# acq_ram_writer

[src/rtl/acq_ram_writer_pkg.sv]
// Shared state encodings and default parameters for the acquisition SRAM writer.
// The control FSM owns capture/drain sequencing; the write FSM owns the SRAM strobe.
package acq_ram_writer_pkg;

    localparam int DEFAULT_BITS      = 16;
    localparam int DEFAULT_ADDR_BITS = 19;
    localparam int DEFAULT_FIFO_LOG2 = 3;

    typedef enum logic [1:0] {
        IDLE    = 2'd0,
        CAPTURE = 2'd1,
        DRAIN   = 2'd2
    } ctrl_state_t;

    typedef enum logic [1:0] {
        W_IDLE   = 2'd0,
        W_SETUP  = 2'd1,
        W_STROBE = 2'd2,
        W_HOLD   = 2'd3
    } write_state_t;

endpackage

[src/rtl/sync_fifo.sv]
// Show-ahead synchronous FIFO with synchronous flush; head word is always on dout.
// A push into a full FIFO is accepted only when a pop frees a slot in the same cycle.
module sync_fifo
    import acq_ram_writer_pkg::*;
#(
    parameter int BITS      = DEFAULT_BITS,
    parameter int FIFO_LOG2 = DEFAULT_FIFO_LOG2
) (
    input  logic            clk,
    input  logic            rst,
    input  logic            clear,
    input  logic            push,
    input  logic            pop,
    input  logic [BITS-1:0] din,
    output logic [BITS-1:0] dout,
    output logic            full,
    output logic            empty
);

    localparam int DEPTH = 2 ** FIFO_LOG2;

    logic [BITS-1:0]    mem [DEPTH];
    logic [FIFO_LOG2:0] wr_ptr;
    logic [FIFO_LOG2:0] rd_ptr;
    logic               do_push;
    logic               do_pop;

    // Extra pointer bit distinguishes full from empty when the indices match.
    assign empty   = (wr_ptr == rd_ptr);
    assign full    = (wr_ptr[FIFO_LOG2] != rd_ptr[FIFO_LOG2]) &&
                     (wr_ptr[FIFO_LOG2-1:0] == rd_ptr[FIFO_LOG2-1:0]);
    assign do_pop  = pop && !empty && !clear;
    assign do_push = push && !clear && (!full || do_pop);
    assign dout    = mem[rd_ptr[FIFO_LOG2-1:0]];

    always_ff @(posedge clk or posedge rst) begin
        if (rst) begin
            wr_ptr <= '0;
            rd_ptr <= '0;
        end else if (clear) begin
            wr_ptr <= '0;
            rd_ptr <= '0;
        end else begin
            if (do_push) wr_ptr <= wr_ptr + 1'b1;
            if (do_pop)  rd_ptr <= rd_ptr + 1'b1;
        end
    end

    always_ff @(posedge clk) begin
        if (do_push) mem[wr_ptr[FIFO_LOG2-1:0]] <= din;
    end

endmodule

[src/rtl/acq_ram_writer.sv]
// Captures disc-reader words through a small FIFO and writes them sequentially into
// an asynchronous SRAM using a setup/strobe/hold cycle (one word per 3 clocks sustained).
module acq_ram_writer
    import acq_ram_writer_pkg::*;
#(
    parameter int BITS      = DEFAULT_BITS,
    parameter int ADDR_BITS = DEFAULT_ADDR_BITS,
    parameter int FIFO_LOG2 = DEFAULT_FIFO_LOG2
) (
    input  logic                 CLOCK,
    input  logic                 RESET,
    input  logic [BITS-1:0]      DATA_IN,
    input  logic                 WRITE_IN,
    input  logic                 START,
    input  logic                 STOP,
    output logic [ADDR_BITS-1:0] SRAM_ADDR,
    output logic [BITS-1:0]      SRAM_DQ,
    output logic                 SRAM_WE_N,
    output logic                 BUSY,
    output logic                 RAM_FULL,
    output logic                 OVERRUN,
    output logic [ADDR_BITS:0]   WORD_COUNT,
    output ctrl_state_t          CTRL_STATE,
    output write_state_t         WRITE_STATE
);

    localparam logic [ADDR_BITS-1:0] LAST_ADDR = '1;

    ctrl_state_t  ctrl_state;
    write_state_t w_state;
    logic         abort_q;

    logic            fifo_push;
    logic            fifo_pop;
    logic            fifo_clear;
    logic            fifo_full;
    logic            fifo_empty;
    logic [BITS-1:0] fifo_dout;

    logic capturing;
    logic write_done;
    logic at_last;
    logic last_done;
    logic overrun_evt;

    assign CTRL_STATE  = ctrl_state;
    assign WRITE_STATE = w_state;

    // A START cycle belongs to the new capture: nothing is pushed, popped or counted in it.
    assign capturing   = (ctrl_state == CAPTURE) && !START && !RAM_FULL;
    assign write_done  = (w_state == W_HOLD) && !abort_q && !START;
    assign at_last     = (SRAM_ADDR == LAST_ADDR);
    assign last_done   = write_done && at_last;

    assign fifo_push   = capturing && WRITE_IN;
    assign fifo_pop    = !START && !fifo_empty &&
                         (((w_state == W_IDLE) && !RAM_FULL) || (write_done && !at_last));
    assign fifo_clear  = START || last_done;
    assign overrun_evt = fifo_push && fifo_full && !fifo_pop;

    sync_fifo #(
        .BITS      (BITS),
        .FIFO_LOG2 (FIFO_LOG2)
    ) u_fifo (
        .clk   (CLOCK),
        .rst   (RESET),
        .clear (fifo_clear),
        .push  (fifo_push),
        .pop   (fifo_pop),
        .din   (DATA_IN),
        .dout  (fifo_dout),
        .full  (fifo_full),
        .empty (fifo_empty)
    );

    // Control FSM: capture window, drain after STOP or a full SRAM.
    always_ff @(posedge CLOCK or posedge RESET) begin
        if (RESET) begin
            ctrl_state <= IDLE;
            BUSY       <= 1'b0;
            RAM_FULL   <= 1'b0;
            OVERRUN    <= 1'b0;
        end else if (START) begin
            ctrl_state <= CAPTURE;
            BUSY       <= 1'b1;
            RAM_FULL   <= 1'b0;
            OVERRUN    <= 1'b0;
        end else begin
            if (overrun_evt) OVERRUN  <= 1'b1;
            if (last_done)   RAM_FULL <= 1'b1;
            case (ctrl_state)
                IDLE: ;
                CAPTURE: begin
                    if (STOP || last_done) ctrl_state <= DRAIN;
                end
                DRAIN: begin
                    if (fifo_empty && (w_state == W_IDLE)) begin
                        ctrl_state <= IDLE;
                        BUSY       <= 1'b0;
                    end
                end
                default: begin
                    ctrl_state <= IDLE;
                    BUSY       <= 1'b0;
                end
            endcase
        end
    end

    // Write FSM: address and data only move while SRAM_WE_N is high.
    always_ff @(posedge CLOCK or posedge RESET) begin
        if (RESET) begin
            w_state    <= W_IDLE;
            SRAM_WE_N  <= 1'b1;
            SRAM_ADDR  <= '0;
            SRAM_DQ    <= '0;
            WORD_COUNT <= '0;
            abort_q    <= 1'b0;
        end else begin
            SRAM_WE_N <= 1'b1;
            if (START) WORD_COUNT <= '0;
            case (w_state)
                W_IDLE: begin
                    if (START) begin
                        SRAM_ADDR <= '0;
                    end else if (fifo_pop) begin
                        SRAM_DQ <= fifo_dout;
                        w_state <= W_SETUP;
                    end
                end
                W_SETUP: begin
                    if (START) begin
                        SRAM_ADDR <= '0;
                        w_state   <= W_IDLE;
                    end else begin
                        SRAM_WE_N <= 1'b0;
                        w_state   <= W_STROBE;
                    end
                end
                W_STROBE: begin
                    // The strobe already running is let finish; its hold cycle is then discarded.
                    w_state <= W_HOLD;
                    if (START) abort_q <= 1'b1;
                end
                W_HOLD: begin
                    if (START || abort_q) begin
                        SRAM_ADDR <= '0;
                        abort_q   <= 1'b0;
                        w_state   <= W_IDLE;
                    end else begin
                        WORD_COUNT <= WORD_COUNT + 1'b1;
                        if (!at_last) SRAM_ADDR <= SRAM_ADDR + 1'b1;
                        if (fifo_pop) begin
                            SRAM_DQ <= fifo_dout;
                            w_state <= W_SETUP;
                        end else begin
                            w_state <= W_IDLE;
                        end
                    end
                end
                default: w_state <= W_IDLE;
            endcase
        end
    end

endmodule
[config.mk]
export PLATFORM = sky130hd
export DESIGN_NAME = acq_ram_writer
export DESIGN_NICKNAME = d
export VERILOG_FILES = /design/src/rtl/acq_ram_writer_pkg.sv /design/src/rtl/sync_fifo.sv /design/src/rtl/acq_ram_writer.sv
export SDC_FILE = /design/constraint.sdc
export NUM_CORES = 1
export LEC_CHECK = 0
export CAP_MARGIN = 25
export CELL_PAD_IN_SITES_DETAIL_PLACEMENT = 1
export CELL_PAD_IN_SITES_GLOBAL_PLACEMENT = 1
export CORE_MARGIN = 2
export CORE_UTILIZATION = 52
export DETAILED_ROUTE_END_ITERATION = 10
export PLACE_DENSITY = 0.92
export SYNTH_ARGS = -nofsm -noshare
export SYNTH_HDL_FRONTEND = slang
export SYNTH_SLANG_ARGS = --single-unit
[constraint.sdc]
create_clock -name CLOCK -period 6.75 [get_ports CLOCK]
set_clock_uncertainty 0.05 [all_clocks]
set_input_delay 1.0125 -clock CLOCK [delete_from_list [all_inputs] [get_ports CLOCK]]
set_output_delay 1.0125 -clock CLOCK [all_outputs]
set_load 0.02 [all_outputs]
==> impl_results.rst <==
Run summary
-----------

.. list-table::
   :header-rows: 1

   * - Metric
     - Value
   * - Maximum number of pins on one net before global-route repair
     - 73
   * - Worst-path cell with the longest stage delay
     - nor2_1
   * - Total die size
     - 0.01746 mm²
   * - XORs/XNORs by Area
     - 2.667%
   * - Wire length of the first global-routing pass
     - 33630 µm
   * - R2R Path Start
     - u_fifo.rd_ptr[1]
   * - Number of warning messages in the yosys log
     - 0
   * - Synthesized-area fraction occupied by adder cells
     - 0.5863%
   * - Post-route standard cell area excluding fillers
     - 0.01023 mm²
   * - Iteration-0 DRC count of the detailed router
     - 421
   * - Placed wire-length estimate
     - 14210 µm
   * - Worst-margin pin slew
     - 1.036 ns
   * - Run status
     - completed
   * - Horizontal extent of the die
     - 132.1 µm
   * - Kind of start point of the critical path
     - primary input
   * - Netlist area before placement
     - 0.008537 mm²
   * - Library cells used by synthesis
     - 65
   * - GRT met2 Usage
     - 44.10%
   * - Largest fanout of any net on the critical path
     - 9
   * - Dominant register cell in the synthesized netlist
     - edfxtp_1
   * - Final setup violating endpoints
     - 0
   * - Util after Layout
     - 64.17%
   * - Worst-path clk slew
     - 0.07 ns
   * - Count of antenna diodes in the layout
     - 0
   * - # placed instances
     - 841
-- power by group --
part,switching (mW),internal (mW)
clock network,0.456,0.554
registers,0.0605,1.37
logic,0.300,0.295
total,0.817,2.22
-- state kept, by name (all words and copies together), names as in the netlist, 2 cells and up, named ones only --
register,flops
u_fifo.wr_ptr,4
SRAM_ADDR,19
CTRL_STATE,2
SRAM_DQ,16
u_fifo.mem,128
u_fifo.rd_ptr,4
WORD_COUNT,20
-- cell usage after synthesis (10+ instances only) --
library cell,instances,share of area (%)
nand2_1,29,1.3
edfxtp_1,128,45
o21ai_0,13,0.76
mux2_4,10,1.8
xnor2_1,18,1.8
nand3_1,19,1.1
mux4_2,32,8.4
dfrtp_1,71,21
buf_2,11,0.64
nor2_1,45,2.0
inv_1,10,0.44
a21oi_1,12,0.70
mux2_2,17,2.2
nor3_1,15,0.88
nor4_1,11,0.81
-- area by class of cell --
type / count / area [µm²]
flip-flops and latches: 200 / 5648
well taps: 216 / 270.3
fillers: 1460 / 5712
multi-input cells: 320 / 2724
repair buffers: 96 / 968.4
clock buffers: 20 / 436.7
clock inverters: 12 / 142.6
inverters: 11 / 41.29
acq_ram_writer/flops_by_reg.png
Other sequential cells in the stronger grey, the rest of the logic in the fainter grey.
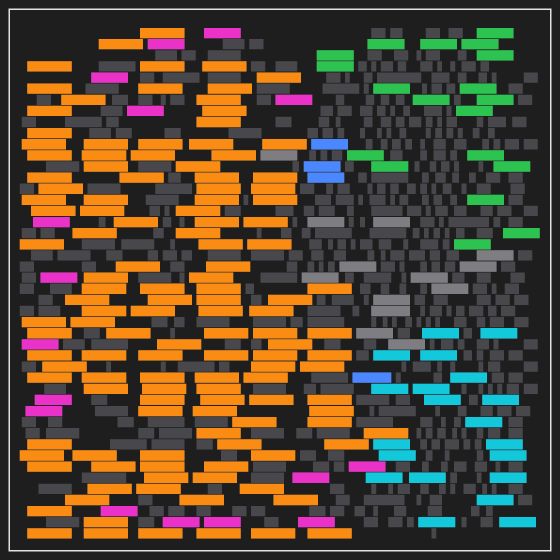
Orange is u_fifo.mem, placed flops 128. Magenta is SRAM_DQ, placed flops 16. Blue is u_fifo.rd_ptr, placed flops 4. Cyan is WORD_COUNT, placed flops 20, where lower right. Green is SRAM_ADDR, placed flops 19, where upper right.
Another 13 sequential cells are not coloured.


# irq_request_latch

File: config.mk
export PLATFORM = sky130hd
export DESIGN_NAME = irq_request_latch
export DESIGN_NICKNAME = d
export VERILOG_FILES = /design/src/rtl/irq_request_latch_pkg.sv /design/src/rtl/irq_request_latch_edge_detect.sv /design/src/rtl/irq_request_latch.sv
export SDC_FILE = /design/constraint.sdc
export NUM_CORES = 1
export LEC_CHECK = 0
export ABC_AREA = 0
export CAP_MARGIN = 20
export CORE_UTILIZATION = 40
export DETAILED_ROUTE_END_ITERATION = 16
export PLACE_DENSITY = 0.76
export SLEW_MARGIN = 10
export SYNTH_ARGS = -nofsm -noshare
export SYNTH_HDL_FRONTEND = slang
export SYNTH_SLANG_ARGS = --single-unit
File: constraint.sdc
create_clock -name clk -period 2.9 [get_ports clk]
set_clock_uncertainty 0.1 [all_clocks]
set_input_delay 0.87 -clock clk [delete_from_list [all_inputs] [get_ports clk]]
set_output_delay 0.87 -clock clk [all_outputs]
set_load 0.01 [all_outputs]
File: src/rtl/irq_request_latch_pkg.sv
// Shared constants for the interrupt request path feeding priority_encoder_83.
package irq_pkg;
  localparam int unsigned IRQ_N     = 8;
  localparam int unsigned IRQ_IDX_W = 3;
  localparam bit          EDGE      = 1'b1;
  localparam bit          LEVEL     = 1'b0;
endpackage

File: src/rtl/irq_request_latch_edge_detect.sv
// Per-line event generation: rising edges of req_in (edge mode) or the raw level.
module irq_edge_detect
  import irq_pkg::*;
#(
  parameter int unsigned N         = IRQ_N,
  parameter bit          EDGE_MODE = EDGE
) (
  input  logic         clk,
  input  logic         rst,
  input  logic [N-1:0] req_in,
  output logic [N-1:0] set_vec
);

  logic [N-1:0] req_q;

  always_ff @(posedge clk) begin
    if (rst) req_q <= '0;
    else     req_q <= req_in;
  end

  // Level mode ignores the history register entirely.
  assign set_vec = req_in & ~(req_q & {N{EDGE_MODE}});

endmodule

File: src/rtl/irq_request_latch.sv
// Sticky pending/overflow bits per request line, masked view for the priority encoder.
module irq_request_latch
  import irq_pkg::*;
#(
  parameter int unsigned N         = IRQ_N,
  parameter int unsigned IDX_W     = IRQ_IDX_W,
  parameter bit          EDGE_MODE = EDGE
) (
  input  logic             clk,
  input  logic             rst,
  input  logic [N-1:0]     req_in,
  input  logic [N-1:0]     mask,
  input  logic             ack,
  input  logic [IDX_W-1:0] ack_idx,
  input  logic             ovf_clr,
  output logic [N-1:0]     pending,
  output logic             irq,
  output logic [N-1:0]     overflow
);

  logic [N-1:0] set_vec;
  logic [N-1:0] clr_vec;
  logic [N-1:0] pend_q;
  logic [N-1:0] ovf_q;

  irq_edge_detect #(
    .N         (N),
    .EDGE_MODE (EDGE_MODE)
  ) u_edge (
    .clk     (clk),
    .rst     (rst),
    .req_in  (req_in),
    .set_vec (set_vec)
  );

  // Out-of-range indices decode to nothing.
  always_comb begin
    clr_vec = '0;
    if (ack && (32'(ack_idx) < N)) clr_vec = N'(1) << ack_idx;
  end

  // Set wins over clear for pend; a new overflow event wins over ovf_clr.
  always_ff @(posedge clk) begin
    if (rst) begin
      pend_q <= '0;
      ovf_q  <= '0;
    end else begin
      pend_q <= (pend_q & ~clr_vec) | set_vec;
      ovf_q  <= (ovf_clr ? '0 : ovf_q) | (set_vec & pend_q & ~clr_vec);
    end
  end

  assign pending  = pend_q & mask;
  assign irq      = |pending;
  assign overflow = ovf_q;

endmodule

irq_request_latch/placement_by_type.png
Fill, decap, tap and diode cells in grey.
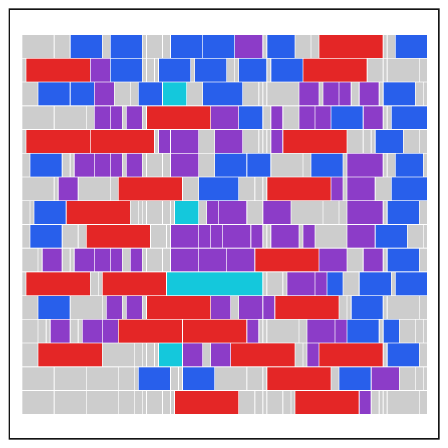
Blue is remaining buffers and delay cells, cells 43, share of their area 30%. Purple is combinational and other logic, cells 68, share of their area 31%. Cyan is clock drivers and dummy loads, cells 4, share of their area 3.8%. Red is sequential cells, cells 24, share of their area 35%.

==> impl_results.rst <==
Run summary
-----------

.. list-table::
   :header-rows: 1

   * - Metric
     - Value
   * - Non-clk buf share
     - 29.49%
   * - Chip Height
     - 49.06 µm
   * - Flip-flops with a built-in enable
     - 0
   * - Count of antenna diodes in the layout
     - 0
   * - GRT Max-Usage Layer
     - met2
   * - Violations in the final reports
     - setup timing
   * - Power density over the cells
     - 519.8 mW/mm²
   * - Setup WS pre-CTS
     - -0.9038 ns
   * - Routed WL
     - 2129 µm
   * - Worst Hold End
     - overflow[1]
   * - Final setup violating endpoints
     - 1
   * - Setup slack after layout
     - -0.2260 ns
   * - Run status
     - finished, violations left
   * - Share of flip-flops with an asynchronous set or reset after synthesis
     - 0%
   * - Worst-path cell with the longest stage delay
     - or4_4
   * - Delay of the slowest cell on the worst path
     - 0.52 ns
   * - Post-DRT Antenna Nets
     - 0
   * - Hold violation total from the final report
     - 0
   * - Multi-input gate share of total cell area
     - 28.69%
   * - Post-synthesis area per instance
     - 9.424 µm²
   * - Worst flop-to-flop path endpoint
     - overflow[7]
   * - Family of cells with the greatest summed delay on the critical path
     - simple AND/OR/NAND/NOR gates
   * - Maximum number of buffers from clock root to sink
     - 2
   * - Area used by sequential logic in the layout
     - 480.5 µm²
   * - Grt met3 use
     - 2.804%
   * - Hold-fix buffers at CTS
     - 0
   * - Most frequent logic cell in the layout
     - clkdlybuf4s50_1
   * - Data required time of the worst path
     - 1.93 ns
   * - Share of cell area taken by flip-flops and latches
     - 34.32%
irq_request_latch/logic_types.png
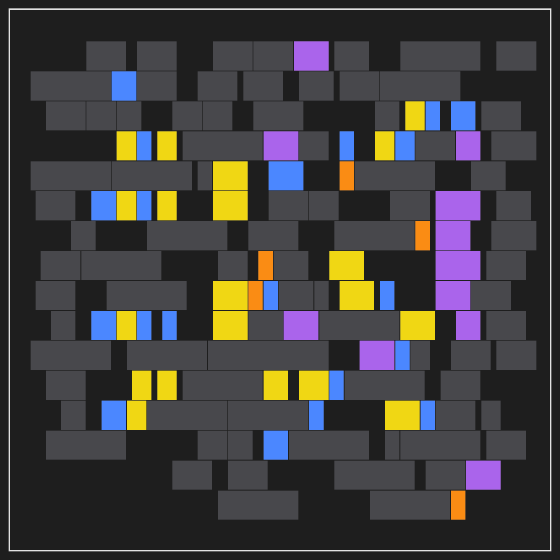
Blue is nand cells, cells 20, most used nand2_1. Orange is inv cells, cells 5, most used inv_1. Yellow is aoi and oai cells, cells 20, most used o21ai_0. Purple is and/or cells, cells 11, most used and2_4, where middle right.

## power breakdown
| group | switching (mW) | internal [mW] | total [mW] |
|---|---|---|---|
| Sequential | 0.0104 | 0.352 | 0.362 |
| Clock | 0.101 | 0.140 | 0.241 |
| Combinational | 0.0474 | 0.0774 | 0.125 |
| Total | 0.159 | 0.569 | 0.728 |
## worst max path at each step
| stage | slack, ns | end | cells past startpoint | from |
|---|---|---|---|---|
| 2_1_floorplan | -0.006 | irq | 3 | mask[0] |
| 3_3_place_gp | -0.89 | irq | 5 | mask[0] |
| 3_5_place_dp | -0.90 | irq | 5 | mask[0] |
| 4_1_cts | -0.30 | irq | 5 | mask[7] |
| 5_1_grt | -0.25 | irq | 5 | mask[7] |
| 6_report | -0.23 | irq | 5 | mask[7] |
## worst reg2reg max path, cell delays in order, from the launching register on
cell and delay (ns):
dfxtp_1 0.39, o311ai_0 0.18, o21ai_0 0.18
## synthesized netlist by cell type, types with 2 or more instances
master    number
o21ai_0       10
nand2b_1       6
o311ai_0       4
nor4b_1        3
nor2_1         3
or4_1          2
nand2_1       12
dfxtp_1       24
o32ai_1        2
nor2b_1        6
o41ai_1        2
clkbuf_1       2
and2_1         7
inv_1          5

# shift_issue_ctrl

shift_issue_ctrl/flops_by_reg.png
Other sequential cells in the stronger grey, the rest of the logic in the fainter grey.
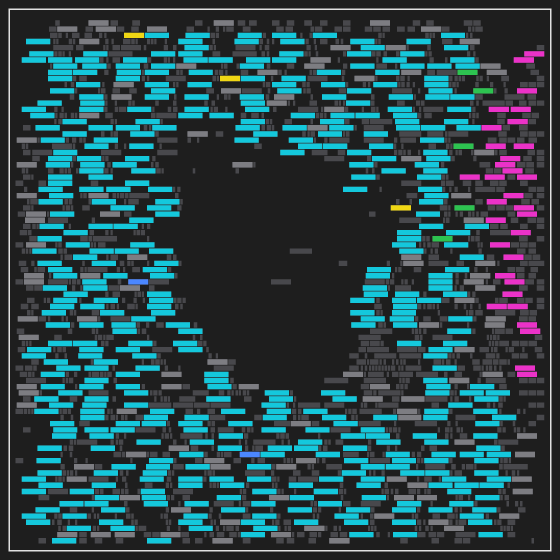
shift_issue_ctrl/sizes.png
Bar = 50 µm.
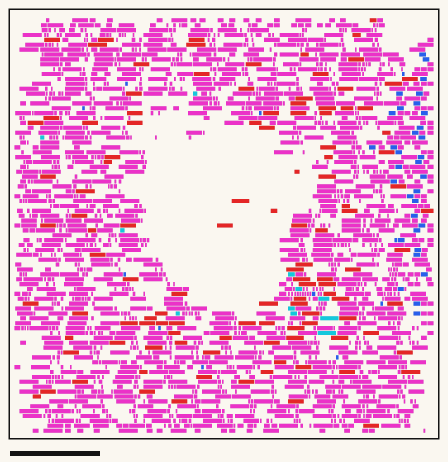
[src/rtl/rv_shift_pkg.sv]
// rtl/rv_shift_pkg.sv - shared types and defaults for the shift issue stage
package rv_shift_pkg;

  localparam int DEF_DEPTH = 4;
  localparam int DEF_RD_W  = 5;
  // Widest destination tag the queue entry can carry; the top uses the low RD_W bits.
  localparam int RD_W_MAX  = 16;

  typedef enum logic [1:0] {
    IDLE   = 2'd0,
    LAUNCH = 2'd1,
    WAIT   = 2'd2,
    WB     = 2'd3
  } shift_state_t;

  typedef struct packed {
    logic [31:0]         op1;
    logic [31:0]         op2;
    logic [31:0]         imm;
    logic [1:0]          use_part;
    logic [1:0]          mode1;
    logic [2:0]          mode2;
    logic [RD_W_MAX-1:0] rd;
  } shift_op_t;

endpackage

[src/rtl/shift_op_fifo.sv]
// rtl/shift_op_fifo.sv - synchronous FIFO of shift_op_t with flush
module shift_op_fifo
  import rv_shift_pkg::*;
#(
  parameter int DEPTH = DEF_DEPTH
) (
  input  logic      clk,
  input  logic      rst,
  input  logic      i_flush,
  input  logic      i_push,
  input  shift_op_t i_push_op,
  input  logic      i_pop,
  output shift_op_t o_head_op,
  output logic      o_full,
  output logic      o_empty
);

  localparam int AW = $clog2(DEPTH);

  // Plain wrapping pointers with one slot kept free, so full/empty need no
  // extra bit: the queue holds at most DEPTH-1 ops.
  shift_op_t       r_mem [DEPTH];
  logic [AW-1:0]   r_wptr;
  logic [AW-1:0]   r_rptr;
  logic            w_push;
  logic            w_pop;

  assign o_empty   = (r_wptr == r_rptr);
  assign o_full    = ((r_wptr + AW'(1)) == r_rptr);
  assign w_push    = i_push & ~o_full & ~i_flush;
  assign w_pop     = i_pop & ~o_empty & ~i_flush;
  assign o_head_op = r_mem[r_rptr];

  // Entry storage, written at the tail on an accepted push.
  always_ff @(posedge clk) begin
    if (w_push) begin
      r_mem[r_wptr] <= i_push_op;
    end
  end

  // Pointer update; flush empties the queue and drops a simultaneous push.
  always_ff @(posedge clk or posedge rst) begin
    if (rst) begin
      r_wptr <= '0;
      r_rptr <= '0;
    end else if (i_flush) begin
      r_wptr <= '0;
      r_rptr <= '0;
    end else begin
      if (w_push) r_wptr <= r_wptr + AW'(1);
      if (w_pop)  r_rptr <= r_rptr + AW'(1);
    end
  end

endmodule

[src/rtl/shift_issue_ctrl.sv]
// rtl/shift_issue_ctrl.sv - issue/sequencing stage for the SHIFT unit (optional SHIFT_TIMEOUT_EN)
module shift_issue_ctrl
  import rv_shift_pkg::*;
#(
  parameter int DEPTH   = DEF_DEPTH,
  parameter int RD_W    = DEF_RD_W,
  parameter int TIMEOUT = 64
) (
  input  logic            clk,
  input  logic            rst,
  input  logic            flush,
  input  logic            in_valid,
  output logic            in_ready,
  input  logic [31:0]     in_op1,
  input  logic [31:0]     in_op2,
  input  logic [31:0]     in_imm,
  input  logic [1:0]      in_use_part,
  input  logic [1:0]      in_mode1,
  input  logic [2:0]      in_mode2,
  input  logic [RD_W-1:0] in_rd,
  output logic            sh_start,
  output logic [31:0]     sh_op1,
  output logic [31:0]     sh_op2,
  output logic [31:0]     sh_imm,
  output logic [1:0]      sh_use_part,
  output logic [1:0]      sh_mode1,
  output logic [2:0]      sh_mode2,
  input  logic            sh_done,
  input  logic [31:0]     sh_res,
  output logic            wb_valid,
  input  logic            wb_ready,
  output logic [RD_W-1:0] wb_rd,
  output logic [31:0]     wb_data,
  output logic            err_timeout
);

  shift_state_t        r_state;
  shift_state_t        w_state_nxt;
  shift_op_t           w_push_op;
  shift_op_t           w_head;
  logic                w_full;
  logic                w_empty;
  logic                w_pop;
  logic                w_timeout;
  logic [RD_W_MAX-1:0] w_unused_rd;

  logic [31:0]         r_op1;
  logic [31:0]         r_op2;
  logic [31:0]         r_imm;
  logic [1:0]          r_use_part;
  logic [1:0]          r_mode1;
  logic [2:0]          r_mode2;
  logic [RD_W-1:0]     r_rd;
  logic                r_discard;
  logic [31:0]         r_wb_data;
  logic [RD_W-1:0]     r_wb_rd;

  assign w_push_op.op1      = in_op1;
  assign w_push_op.op2      = in_op2;
  assign w_push_op.imm      = in_imm;
  assign w_push_op.use_part = in_use_part;
  assign w_push_op.mode1    = in_mode1;
  assign w_push_op.mode2    = in_mode2;
  assign w_push_op.rd       = RD_W_MAX'(in_rd);
  assign w_unused_rd        = w_head.rd;

  // Only pop while idle, and never in a flush cycle (the queue is being dropped).
  assign w_pop = (r_state == IDLE) & ~w_empty & ~flush;

  shift_op_fifo #(.DEPTH(DEPTH)) u_fifo (
    .clk       (clk),
    .rst       (rst),
    .i_flush   (flush),
    .i_push    (in_valid),
    .i_push_op (w_push_op),
    .i_pop     (w_pop),
    .o_head_op (w_head),
    .o_full    (w_full),
    .o_empty   (w_empty)
  );

`ifdef SHIFT_TIMEOUT_EN
  localparam int TW = $clog2(TIMEOUT + 1);
  logic [TW-1:0] r_tcnt;
  logic          r_err;

  // Cycles spent in WAIT for the current op; cleared in every other state.
  always_ff @(posedge clk or posedge rst) begin
    if (rst) begin
      r_tcnt <= '0;
    end else if (r_state != WAIT) begin
      r_tcnt <= '0;
    end else begin
      r_tcnt <= r_tcnt + TW'(1);
    end
  end

  assign w_timeout = (r_state == WAIT) & ~sh_done & (r_tcnt == TW'(TIMEOUT - 1));

  // Sticky timeout flag, cleared only by reset.
  always_ff @(posedge clk or posedge rst) begin
    if (rst) begin
      r_err <= 1'b0;
    end else if (w_timeout) begin
      r_err <= 1'b1;
    end
  end

  assign err_timeout = r_err;
`else
  logic w_unused_timeout;
  assign w_unused_timeout = (TIMEOUT > 0);
  assign w_timeout        = 1'b0;
  assign err_timeout      = 1'b0;
`endif

  // State register.
  always_ff @(posedge clk or posedge rst) begin
    if (rst) begin
      r_state <= IDLE;
    end else begin
      r_state <= w_state_nxt;
    end
  end

  // Next-state logic; a done pulse outside WAIT is ignored.
  always_comb begin
    w_state_nxt = r_state;
    case (r_state)
      IDLE:   if (w_pop) w_state_nxt = LAUNCH;
      LAUNCH: w_state_nxt = WAIT;
      WAIT: begin
        if (sh_done) begin
          w_state_nxt = (r_discard | flush) ? IDLE : WB;
        end else if (w_timeout) begin
          w_state_nxt = IDLE;
        end
      end
      WB:     if (flush | wb_ready) w_state_nxt = IDLE;
      default: w_state_nxt = IDLE;
    endcase
  end

  // Operand/control registers: loaded on pop, held until the next pop.
  always_ff @(posedge clk or posedge rst) begin
    if (rst) begin
      r_op1      <= '0;
      r_op2      <= '0;
      r_imm      <= '0;
      r_use_part <= '0;
      r_mode1    <= '0;
      r_mode2    <= '0;
      r_rd       <= '0;
    end else if (w_pop) begin
      r_op1      <= w_head.op1;
      r_op2      <= w_head.op2;
      r_imm      <= w_head.imm;
      r_use_part <= w_head.use_part;
      r_mode1    <= w_head.mode1;
      r_mode2    <= w_head.mode2;
      r_rd       <= w_head.rd[RD_W-1:0];
    end
  end

  // Discard marker: a flush while the op is in SHIFT drops its result on completion.
  always_ff @(posedge clk or posedge rst) begin
    if (rst) begin
      r_discard <= 1'b0;
    end else if ((r_state == WAIT) && (sh_done || w_timeout)) begin
      r_discard <= 1'b0;
    end else if (flush && ((r_state == LAUNCH) || (r_state == WAIT))) begin
      r_discard <= 1'b1;
    end
  end

  // Writeback registers: capture the result and tag on a kept completion.
  always_ff @(posedge clk or posedge rst) begin
    if (rst) begin
      r_wb_data <= '0;
      r_wb_rd   <= '0;
    end else if ((r_state == WAIT) && sh_done && !r_discard && !flush) begin
      r_wb_data <= sh_res;
      r_wb_rd   <= r_rd;
    end
  end

  assign in_ready    = ~w_full;
  assign sh_start    = (r_state == LAUNCH);
  assign sh_op1      = r_op1;
  assign sh_op2      = r_op2;
  assign sh_imm      = r_imm;
  assign sh_use_part = r_use_part;
  assign sh_mode1    = r_mode1;
  assign sh_mode2    = r_mode2;
  assign wb_valid    = (r_state == WB);
  assign wb_rd       = r_wb_rd;
  assign wb_data     = r_wb_data;

endmodule
[config.mk]
export PLATFORM = sky130hd
export DESIGN_NAME = shift_issue_ctrl
export DESIGN_NICKNAME = d
export VERILOG_FILES = /design/src/rtl/rv_shift_pkg.sv /design/src/rtl/shift_op_fifo.sv /design/src/rtl/shift_issue_ctrl.sv
export SDC_FILE = /design/constraint.sdc
export NUM_CORES = 1
export LEC_CHECK = 0
export ABC_AREA = 1
export CAP_MARGIN = 25
export CORE_MARGIN = 2
export CORE_UTILIZATION = 40
export DETAILED_ROUTE_END_ITERATION = 10
export GPL_TIMING_DRIVEN = 0
export PLACE_DENSITY_LB_ADDON = 0.2
export RECOVER_POWER = 25
export REMOVE_ABC_BUFFERS = 1
export SLEW_MARGIN = 20
export SYNTH_ARGS = -nofsm -noshare
export SYNTH_HDL_FRONTEND = slang
export SYNTH_SLANG_ARGS = --single-unit
[constraint.sdc]
create_clock -name clk -period 8.22 [get_ports clk]
set_input_delay 1.233 -clock clk [delete_from_list [all_inputs] [get_ports clk]]
set_output_delay 1.233 -clock clk [all_outputs]
set_load 0.02 [all_outputs]
==> impl_results.rst <==
Run summary
-----------

.. list-table::
   :header-rows: 1

   * - Metric
     - Value
   * - Share of cell area taken by flip-flops and latches
     - 59.54%
   * - # Cells Yosys
     - 1667
   * - Clock tree from TritonCTS
     - yes
   * - Kind of start point of the critical path
     - flip-flop
   * - R2R Path Start
     - u_fifo.r_rptr[0]
   * - Setup crit end
     - in_ready
   * - Max-cap violation count
     - 0
   * - Final critical delay including setup and external delays
     - 4.232 ns
   * - Placed instance area
     - 0.02620 mm²
   * - Sequential power
     - 3.97 mW
   * - Run status
     - completed
   * - # clock sinks
     - 584
   * - Maximum number of buffers from clock root to sink
     - 3
   * - Min-delay src
     - sh_op2[8]
   * - Compound-cell area share of the yosys netlist
     - 10.75%
About shift_issue_ctrl/flops_by_reg.png:
Green is r_rd, placed flops 5, where upper right. Blue is sh_mode1, placed flops 2. Yellow is sh_mode2, placed flops 3. Cyan is u_fifo.r_mem, placed flops 432, where widely spread. Magenta is wb_data, placed flops 32.
Another 110 sequential cells are not coloured.

About shift_issue_ctrl/sizes.png:
Cyan is _3 and _4 cells, cells 11, share 0.55%. Blue is _2 cells, cells 44, share 2.2%. Magenta is _0 and _1 cells, cells 1833, share 92%. Red is _6 and larger, cells 115, share 5.7%.

==> metal layers <==
metal | vias to the layer above | routed length [µm] | global-route usage (%)
met5 | - | 94 | 0
met4 | 14 | 925 | 4.394
met3 | 85 | 2902 | 4.315
met2 | 313 | 24090 | 29.15
met1 | 6609 | 21500 | 22.89
li1 | 6482 | - | -
==> tightest hold or removal path: stages, from the launching register on <==
cell     delay (ns)
dfrtp_1        0.34
nand2_1        0.05
o21ai_0        0.06
==> flip-flops by register name, summed over array words and instances, names as in the netlist, 3 cells and up <==
signal	cells
r_rd	5
sh_op2	32
sh_mode2	3
u_fifo.r_mem	432
wb_data	32
sh_op1	32
wb_rd	5
sh_imm	32
==> synth_stat cells, drive strengths merged <==
| master | instances |
|---|---|
| o21ai | 333 |
| o22ai | 103 |
| xnor2 | 1 |
| nand4 | 1 |
| a21o | 1 |
| mux2 | 32 |
| ha | 9 |
| nand2 | 130 |
| inv | 125 |
| conb | 1 |
| nor2 | 234 |
| dfrtp | 152 |
| edfxtp | 432 |
| clkbuf | 63 |
| a22oi | 1 |
| a21oi | 7 |
| buf | 36 |
| nand3 | 6 |


==> layout pictures side by side <==
Clock wiring as the flow saved it.
shot_01.png
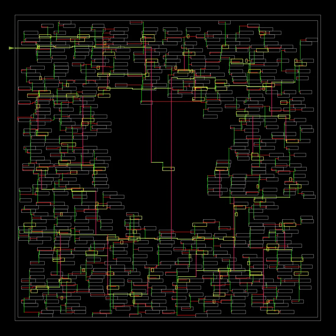
shot_02.png
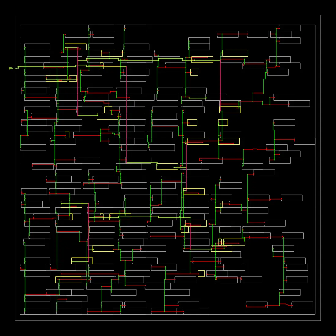
shot_03.png
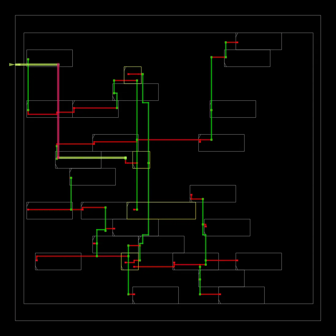
The one with the fewest sequential cells is shot_03.png.
shot_03.png: irq_request_latch
shot_01.png: shift_issue_ctrl
shot_02.png: acq_ram_writer

Power is estimated from default activity; no workload was simulated.
